=== imm_ext_stage ===
### Clock network drawn from the DEF, imm_ext_stage

Scale bar: 20 um.
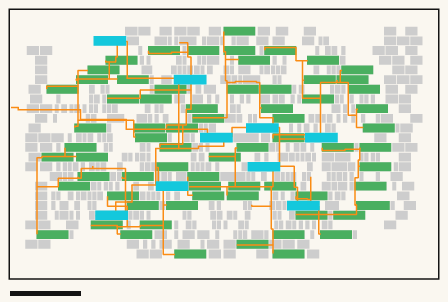

<file path="src/rtl/imm_ext_stage.sv">
// Decode-side immediate extension stage: extracts the low IMM_W bits of an
// instruction, sign/zero-extends them and forwards both through a 2-entry skid buffer.
module imm_ext_stage #(
  parameter int INSTR_W = 32,
  parameter int IMM_W   = 16,
  parameter int OUT_W   = 32
) (
  input  logic               clk,
  input  logic               rst,
  input  logic               in_valid,
  output logic               in_ready,
  input  logic [INSTR_W-1:0] in_instr,
  input  logic               in_zext,
  output logic               out_valid,
  input  logic               out_ready,
  output logic [INSTR_W-1:0] out_instr,
  output logic [OUT_W-1:0]   out_imm
);

  if (!(OUT_W > IMM_W && INSTR_W >= IMM_W)) begin : g_bad_params
    $error("imm_ext_stage: need OUT_W > IMM_W and INSTR_W >= IMM_W");
  end

  typedef enum logic [1:0] {EMPTY, ONE, FULL} state_t;

  state_t             state, state_next;
  logic [INSTR_W-1:0] skid_instr;
  logic [OUT_W-1:0]   skid_imm;
  logic [IMM_W-1:0]   imm;
  logic [OUT_W-1:0]   ext_imm;
  logic               in_acc, out_con;
  logic               load_main, load_skid, main_from_skid;

  // Extension happens before capture so both registers hold finished results.
  assign imm     = in_instr[IMM_W-1:0];
  assign ext_imm = {{(OUT_W-IMM_W){~in_zext & imm[IMM_W-1]}}, imm};

  assign out_valid = (state != EMPTY);
  assign in_acc    = in_valid && in_ready;
  assign out_con   = out_valid && out_ready;

  always_comb begin
    // NOTE: every output gets a default first so no path leaves it unassigned (no latch).
    state_next     = state;
    load_main      = 1'b0;
    load_skid      = 1'b0;
    main_from_skid = 1'b0;
    unique case (state)
      EMPTY: begin
        if (in_acc) begin
          load_main  = 1'b1;
          state_next = ONE;
        end
      end
      ONE: begin
        if (in_acc && out_con) begin
          load_main = 1'b1;
        end else if (in_acc) begin
          load_skid  = 1'b1;
          state_next = FULL;
        end else if (out_con) begin
          state_next = EMPTY;
        end
      end
      FULL: begin
        if (out_con) begin
          main_from_skid = 1'b1;
          state_next     = ONE;
        end
      end
      default: state_next = EMPTY;
    endcase
  end

  // NOTE: sequential state uses non-blocking assignments so all flops update together.
  always_ff @(posedge clk or posedge rst) begin
    if (rst) begin
      state    <= EMPTY;
      in_ready <= 1'b1;
    end else begin
      state    <= state_next;
      in_ready <= (state_next != FULL);
    end
  end

  // NOTE: the data registers are reset too, because a defined zero output after reset is part of the contract.
  always_ff @(posedge clk or posedge rst) begin
    if (rst) begin
      out_instr  <= '0;
      out_imm    <= '0;
      skid_instr <= '0;
      skid_imm   <= '0;
    end else begin
      if (load_main) begin
        out_instr <= in_instr;
        out_imm   <= ext_imm;
      end else if (main_from_skid) begin
        out_instr <= skid_instr;
        out_imm   <= skid_imm;
      end
      if (load_skid) begin
        skid_instr <= in_instr;
        skid_imm   <= ext_imm;
      end
    end
  end

endmodule
</file>
<file path="config.mk">
export PLATFORM = sky130hd
export DESIGN_NAME = imm_ext_stage
export DESIGN_NICKNAME = d
export VERILOG_FILES = /design/src/rtl/imm_ext_stage.sv
export SDC_FILE = /design/constraint.sdc
export NUM_CORES = 1
export LEC_CHECK = 0
export ABC_AREA = 1
export CORE_ASPECT_RATIO = 0.6
export CORE_MARGIN = 4
export CORE_UTILIZATION = 46
export DETAILED_ROUTE_END_ITERATION = 10
export PLACE_DENSITY = 0.74
export SETUP_SLACK_MARGIN = 0.02
export SLEW_MARGIN = 0
export SYNTH_ARGS = -nofsm -noshare
export SYNTH_HDL_FRONTEND = slang
export SYNTH_SLANG_ARGS = --single-unit
</file>
<file path="constraint.sdc">
create_clock -name clk -period 3.1 [get_ports clk]
set_input_delay 0.62 -clock clk [delete_from_list [all_inputs] [get_ports clk]]
set_output_delay 0.62 -clock clk [all_outputs]
set_load 0.05 [all_outputs]
</file>
=== conv_layer_sched ===
===== src/rtl/conv_layer_sched.sv =====
// Layer sequencer: launches the conv engine once per 4-filter group, feeds that
// group's biases, counts finished pixels, waits for pipeline drain, then steps on.
module conv_layer_sched #(
  parameter int NUM_GROUPS = 4,
  parameter int OUT_PIX    = 64,
  parameter int DRAIN_CYC  = 8,
  parameter int TIMEOUT    = 1024,
  parameter int CNT_W      = 16
) (
  input  logic             clk,
  input  logic             rstn,
  input  logic             i_start,
  input  logic             i_cfg_we,
  input  logic [4:0]       i_cfg_addr,
  input  logic [15:0]      i_cfg_bias,
  input  logic             i_out_vld,
  output logic             o_layer_start,
  output logic [15:0]      o_bias0,
  output logic [15:0]      o_bias1,
  output logic [15:0]      o_bias2,
  output logic [15:0]      o_bias3,
  output logic [2:0]       o_group,
  output logic [CNT_W-1:0] o_pix_cnt,
  output logic             o_busy,
  output logic             o_done,
  output logic             o_timeout
);

  typedef enum logic [2:0] {S_IDLE, S_LAUNCH, S_RUN, S_DRAIN, S_DONE} state_e;

  localparam logic [CNT_W-1:0] PIX_LAST   = CNT_W'(OUT_PIX - 1);
  localparam logic [CNT_W-1:0] WD_LAST    = CNT_W'(TIMEOUT - 1);
  localparam logic [CNT_W-1:0] DRAIN_LAST = CNT_W'(DRAIN_CYC - 1);
  localparam logic [CNT_W-1:0] CNT_MAX    = '1;
  localparam logic [2:0]       GRP_LAST   = 3'(NUM_GROUPS - 1);

  state_e           state_q, state_d;
  logic [2:0]       grp_q, grp_d;
  logic [CNT_W-1:0] pix_q, pix_d;
  logic [CNT_W-1:0] cyc_q, cyc_d;
  logic             timeout_q, timeout_d;
  logic             start_q, start_d;
  logic             done_q, done_d;
  logic             busy_q, busy_d;
  logic [15:0]      bias_q [4];
  logic [15:0]      bias_d [4];
  logic             load_bias;
  logic [2:0]       ld_grp;
  logic             tbl_we;

  // Bias table is not reset; sized for the largest group count so any 5-bit index is legal.
  logic [15:0]      tbl_q [32];

  assign tbl_we = (state_q == S_IDLE) && i_cfg_we &&
                  ({1'b0, i_cfg_addr} < 6'(4 * NUM_GROUPS));

  always_ff @(posedge clk) begin
    if (tbl_we) tbl_q[i_cfg_addr] <= i_cfg_bias;
  end

  // cyc_q is the watchdog in RUN and the drain counter in DRAIN.
  always_comb begin
    state_d   = state_q;
    grp_d     = grp_q;
    pix_d     = pix_q;
    cyc_d     = cyc_q;
    timeout_d = timeout_q;
    load_bias = 1'b0;
    ld_grp    = grp_q;
    case (state_q)
      S_IDLE: begin
        if (i_start) begin
          state_d   = S_LAUNCH;
          grp_d     = 3'd0;
          timeout_d = 1'b0;
          load_bias = 1'b1;
          ld_grp    = 3'd0;
        end
      end
      S_LAUNCH: begin
        pix_d   = '0;
        cyc_d   = '0;
        state_d = S_RUN;
      end
      S_RUN: begin
        if (i_out_vld) begin
          cyc_d = '0;
          if (pix_q >= PIX_LAST) begin
            pix_d   = '0;
            state_d = S_DRAIN;
          end else if (pix_q != CNT_MAX) begin
            pix_d = pix_q + CNT_W'(1);
          end
        end else if (cyc_q >= WD_LAST) begin
          timeout_d = 1'b1;
          state_d   = S_IDLE;
          grp_d     = 3'd0;
          pix_d     = '0;
          cyc_d     = '0;
        end else if (cyc_q != CNT_MAX) begin
          cyc_d = cyc_q + CNT_W'(1);
        end
      end
      S_DRAIN: begin
        if (cyc_q >= DRAIN_LAST) begin
          cyc_d = '0;
          if (grp_q >= GRP_LAST) begin
            state_d = S_DONE;
          end else begin
            grp_d     = grp_q + 3'd1;
            ld_grp    = grp_q + 3'd1;
            load_bias = 1'b1;
            state_d   = S_LAUNCH;
          end
        end else if (cyc_q != CNT_MAX) begin
          cyc_d = cyc_q + CNT_W'(1);
        end
      end
      S_DONE: begin
        state_d = S_IDLE;
        grp_d   = 3'd0;
      end
      default: state_d = S_IDLE;
    endcase

    // Table read sees the pre-write contents when a write coincides with start.
    for (int k = 0; k < 4; k++) begin
      bias_d[k] = load_bias ? tbl_q[{ld_grp, 2'(k)}] : bias_q[k];
    end

    start_d = (state_d == S_LAUNCH);
    done_d  = (state_d == S_DONE);
    busy_d  = (state_d != S_IDLE);
  end

  always_ff @(posedge clk or negedge rstn) begin
    if (!rstn) begin
      state_q   <= S_IDLE;
      grp_q     <= 3'd0;
      pix_q     <= '0;
      cyc_q     <= '0;
      timeout_q <= 1'b0;
      start_q   <= 1'b0;
      done_q    <= 1'b0;
      busy_q    <= 1'b0;
      for (int k = 0; k < 4; k++) bias_q[k] <= 16'h0000;
    end else begin
      state_q   <= state_d;
      grp_q     <= grp_d;
      pix_q     <= pix_d;
      cyc_q     <= cyc_d;
      timeout_q <= timeout_d;
      start_q   <= start_d;
      done_q    <= done_d;
      busy_q    <= busy_d;
      for (int k = 0; k < 4; k++) bias_q[k] <= bias_d[k];
    end
  end

  assign o_layer_start = start_q;
  assign o_bias0       = bias_q[0];
  assign o_bias1       = bias_q[1];
  assign o_bias2       = bias_q[2];
  assign o_bias3       = bias_q[3];
  assign o_group       = grp_q;
  assign o_pix_cnt     = pix_q;
  assign o_busy        = busy_q;
  assign o_done        = done_q;
  assign o_timeout     = timeout_q;

endmodule


===== config.mk =====
export PLATFORM = sky130hd
export DESIGN_NAME = conv_layer_sched
export DESIGN_NICKNAME = d
export VERILOG_FILES = /design/src/rtl/conv_layer_sched.sv
export SDC_FILE = /design/constraint.sdc
export NUM_CORES = 1
export LEC_CHECK = 0
export CAP_MARGIN = 30
export CORE_MARGIN = 5
export CORE_UTILIZATION = 40
export DETAILED_ROUTE_END_ITERATION = 16
export GPL_TIMING_DRIVEN = 0
export HOLD_SLACK_MARGIN = 0.15
export PLACE_DENSITY = 0.64
export SLEW_MARGIN = 30
export SYNTH_ARGS = -nofsm -noshare
export SYNTH_HDL_FRONTEND = slang
export SYNTH_SLANG_ARGS = --single-unit

===== constraint.sdc =====
create_clock -name clk -period 2.8 [get_ports clk]
set_clock_uncertainty 0.15 [all_clocks]
set_input_delay 0.42 -clock clk [delete_from_list [all_inputs] [get_ports clk]]
set_output_delay 0.42 -clock clk [all_outputs]
set_load 0.05 [all_outputs]


==> notes/layouts.md <==
Pictures saved along the way, in no particular order.

Congestion heat map.
image #1
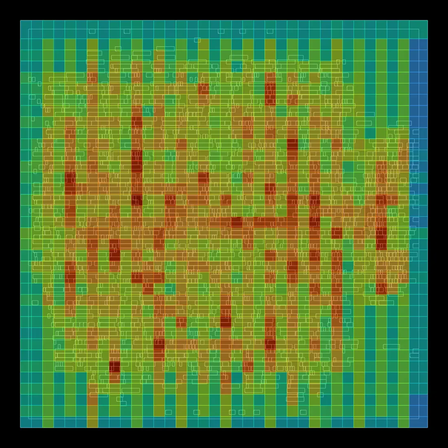
image #2
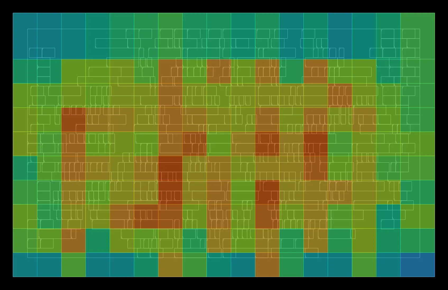
conv_layer_sched is image #1.
imm_ext_stage is image #2.

### Cell classes on the final placement, imm_ext_stage

Scale bar: 20 um.
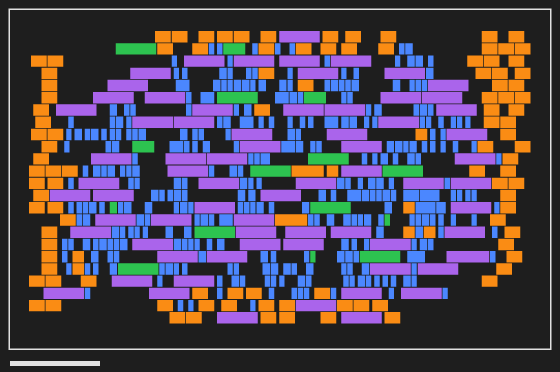
clock drivers and dummy loads: drawn in green, cells 15. remaining logic cells: drawn in blue, cells 317. remaining buffers and delay cells: drawn in orange, cells 111. sequential cells: drawn in purple, cells 69.
final design utilization: 63.6%
Core Rows: 24
fraction of area in registers: 37.3%

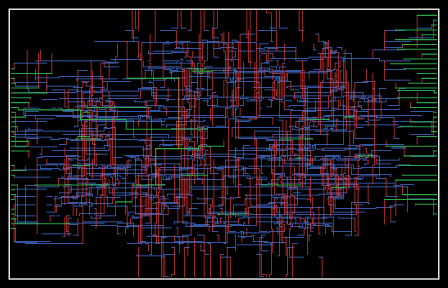
*Signal wires by layer, imm_ext_stage*
M1: drawn in blue, wire length 4,080 um. M4: drawn in orange, wire length 29.9 um. M3: drawn in green, wire length 588 um. M2: drawn in red, wire length 3,580 um.

## Picture notes: 'Clock network drawn from the DEF' of imm_ext_stage
flip-flops: drawn in green, count 69. clock-net drivers: drawn in cyan, count 9. clock wires: drawn in orange, length 885 um.
Position of the flops: widely spread.
Skew-Pair Late Insertion Delay: 0.32 ns
skew final: 0.00626 ns

==> results_slide.txt, imm_ext_stage <==
Flow Results at a Glance

Finish
  – Share of cells above drive strength 1: 7.81%
  – Clock Buffer Count: 14
  – Non-clk invs: 71
  – Most frequent logic cells in the routed design: 135 x nand2_1, 102 x clkdlybuf4s50_1, 69 x inv_1, 68 x dfrtp_1, 37 x o21ai_0
  – Fin area: 4640 um^2
  – Filler cells: 619
  – FF+latch count: 69
  – Largest regs: out_instr (32), skid_instr (32), state (2)

Global route
  – GR met3 Demand/Resource: 5.79%
  – Most Crowded Layer GR: met2
  – Initial antenna violation count: 0

Yosys
  – Synth Seq Share: 49.8%
  – EDFF count, synth: 0
  – Yosys xor share: 0%
  – Yosys synthesis chip area: 3470 um^2
  – Post-synthesis cell count: 439
  – Yosys Instances: 439

Outcome
  – Status: complete, no violations

Die
  – Well-Tap Cells: 104

Route
  – ANT nets after route: 0
  – Highest routed layer: met4
  – DRT Wirelength: 8290 um
  – Pre-antenna DRT Iters: 5
  – Metal-1 WL: 4080 um

Critical path
  – Critical Path End: out_imm[29]
  – Critical path's largest stage delay: 0.90 ns
  – CP bufs+invs: 1
  – Family with the most delay on the worst path: buffers and inverters

Job
  – Max-capacitance violation count: 0

Clock network
  – H-tree depth: 3
-- imm_ext_stage: stage by stage --
stage | hold WS [ns] | cells
after floorplan | 0.453 | 439
after detailed placement | 0.468 | 601
after global routing | 0.494 | 616
after CTS | 0.482 | 616
final | 0.481 | 616
after global placement | 0.463 | 601
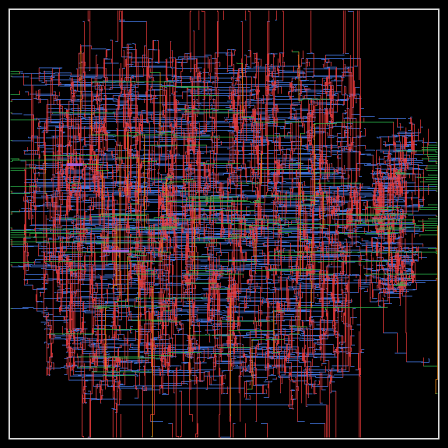
*Signal wires by layer, conv_layer_sched*
M2: drawn in red, wire length 28.2 mm. M5: drawn in purple, wire length 21.2 um. M3: drawn in green, wire length 3,610 um. M4: drawn in orange, wire length 1,260 um. M1: drawn in blue, wire length 23.9 mm.

==> results_slide.txt, conv_layer_sched <==
Flow Results at a Glance

Yosys
  – Most frequent cell after synthesis: edfxtp_1
  – Adder-cell area share of the yosys netlist: 0.212%
  – MUX area fraction: 8.06%
  – Top cell area share: 65.1%
  – Synth Flop Type: edfxtp_1

Clock network
  – Total CTS buffers: 60
  – CTS tree: yes
  – Post-CTS Hold Fix Bufs: 2
  – Post-CTS resize count: 94

Finish
  – Share of cells above drive strength 1: 12.4%
  – Max reg flops: 512
  – FF+latch count: 618
  – Clock-cell share: 6.71%

Global route
  – Most Crowded Layer GR: met2
  – Initial antenna violation count: 3

Die
  – Core area: 58,700 um^2
  – DIE AREA: 64,000 um^2

STA
  – Cycle use final: 119%
  – Setup ws final: -0.520 ns
  – Setup TNS Final: -29.58 ns
  – Setup Viol. Count Final: 64
  – Worst hold slack: 0.181 ns

Job
  – Max-capacitance violation count: 0
  – Log Warnings: 29

Outcome
  – Failing checks: negative setup slack
  – Status: finished with violations

Route
  – DRC Markers: 0
  – DRT Wirelength: 57,000 um
[conv_layer_sched: final timing paths]
path / endpoint / slack (ns) / depth (start not counted)
worst min register to register: o_timeout / 0.35 / 2
worst max register to register: o_bias3[11] / -0.52 / 12
worst max-delay path: o_bias3[11] / -0.52 / 12
max in group asynchronous: o_bias3[0] / 1.61 / 3
worst min-delay path: cyc_q[3] / 0.18 / 2
min in group clk: tbl_q[31][15] / 0.20 / 1


==> gallery <==
Power grid.
(a)
Scale bar: 20 um. Pins as bars on the die edge.
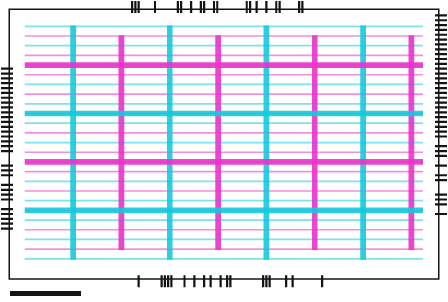
(b)
Scale bar: 100 um. Pins as bars on the die edge.
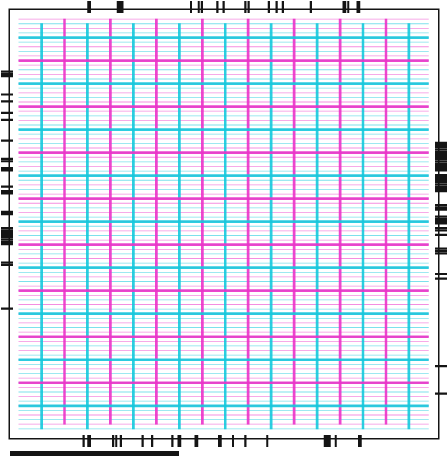
Of these, largest die: (b)
| picture | from |
|---|---|
| (a) | imm_ext_stage |
| (b) | conv_layer_sched |

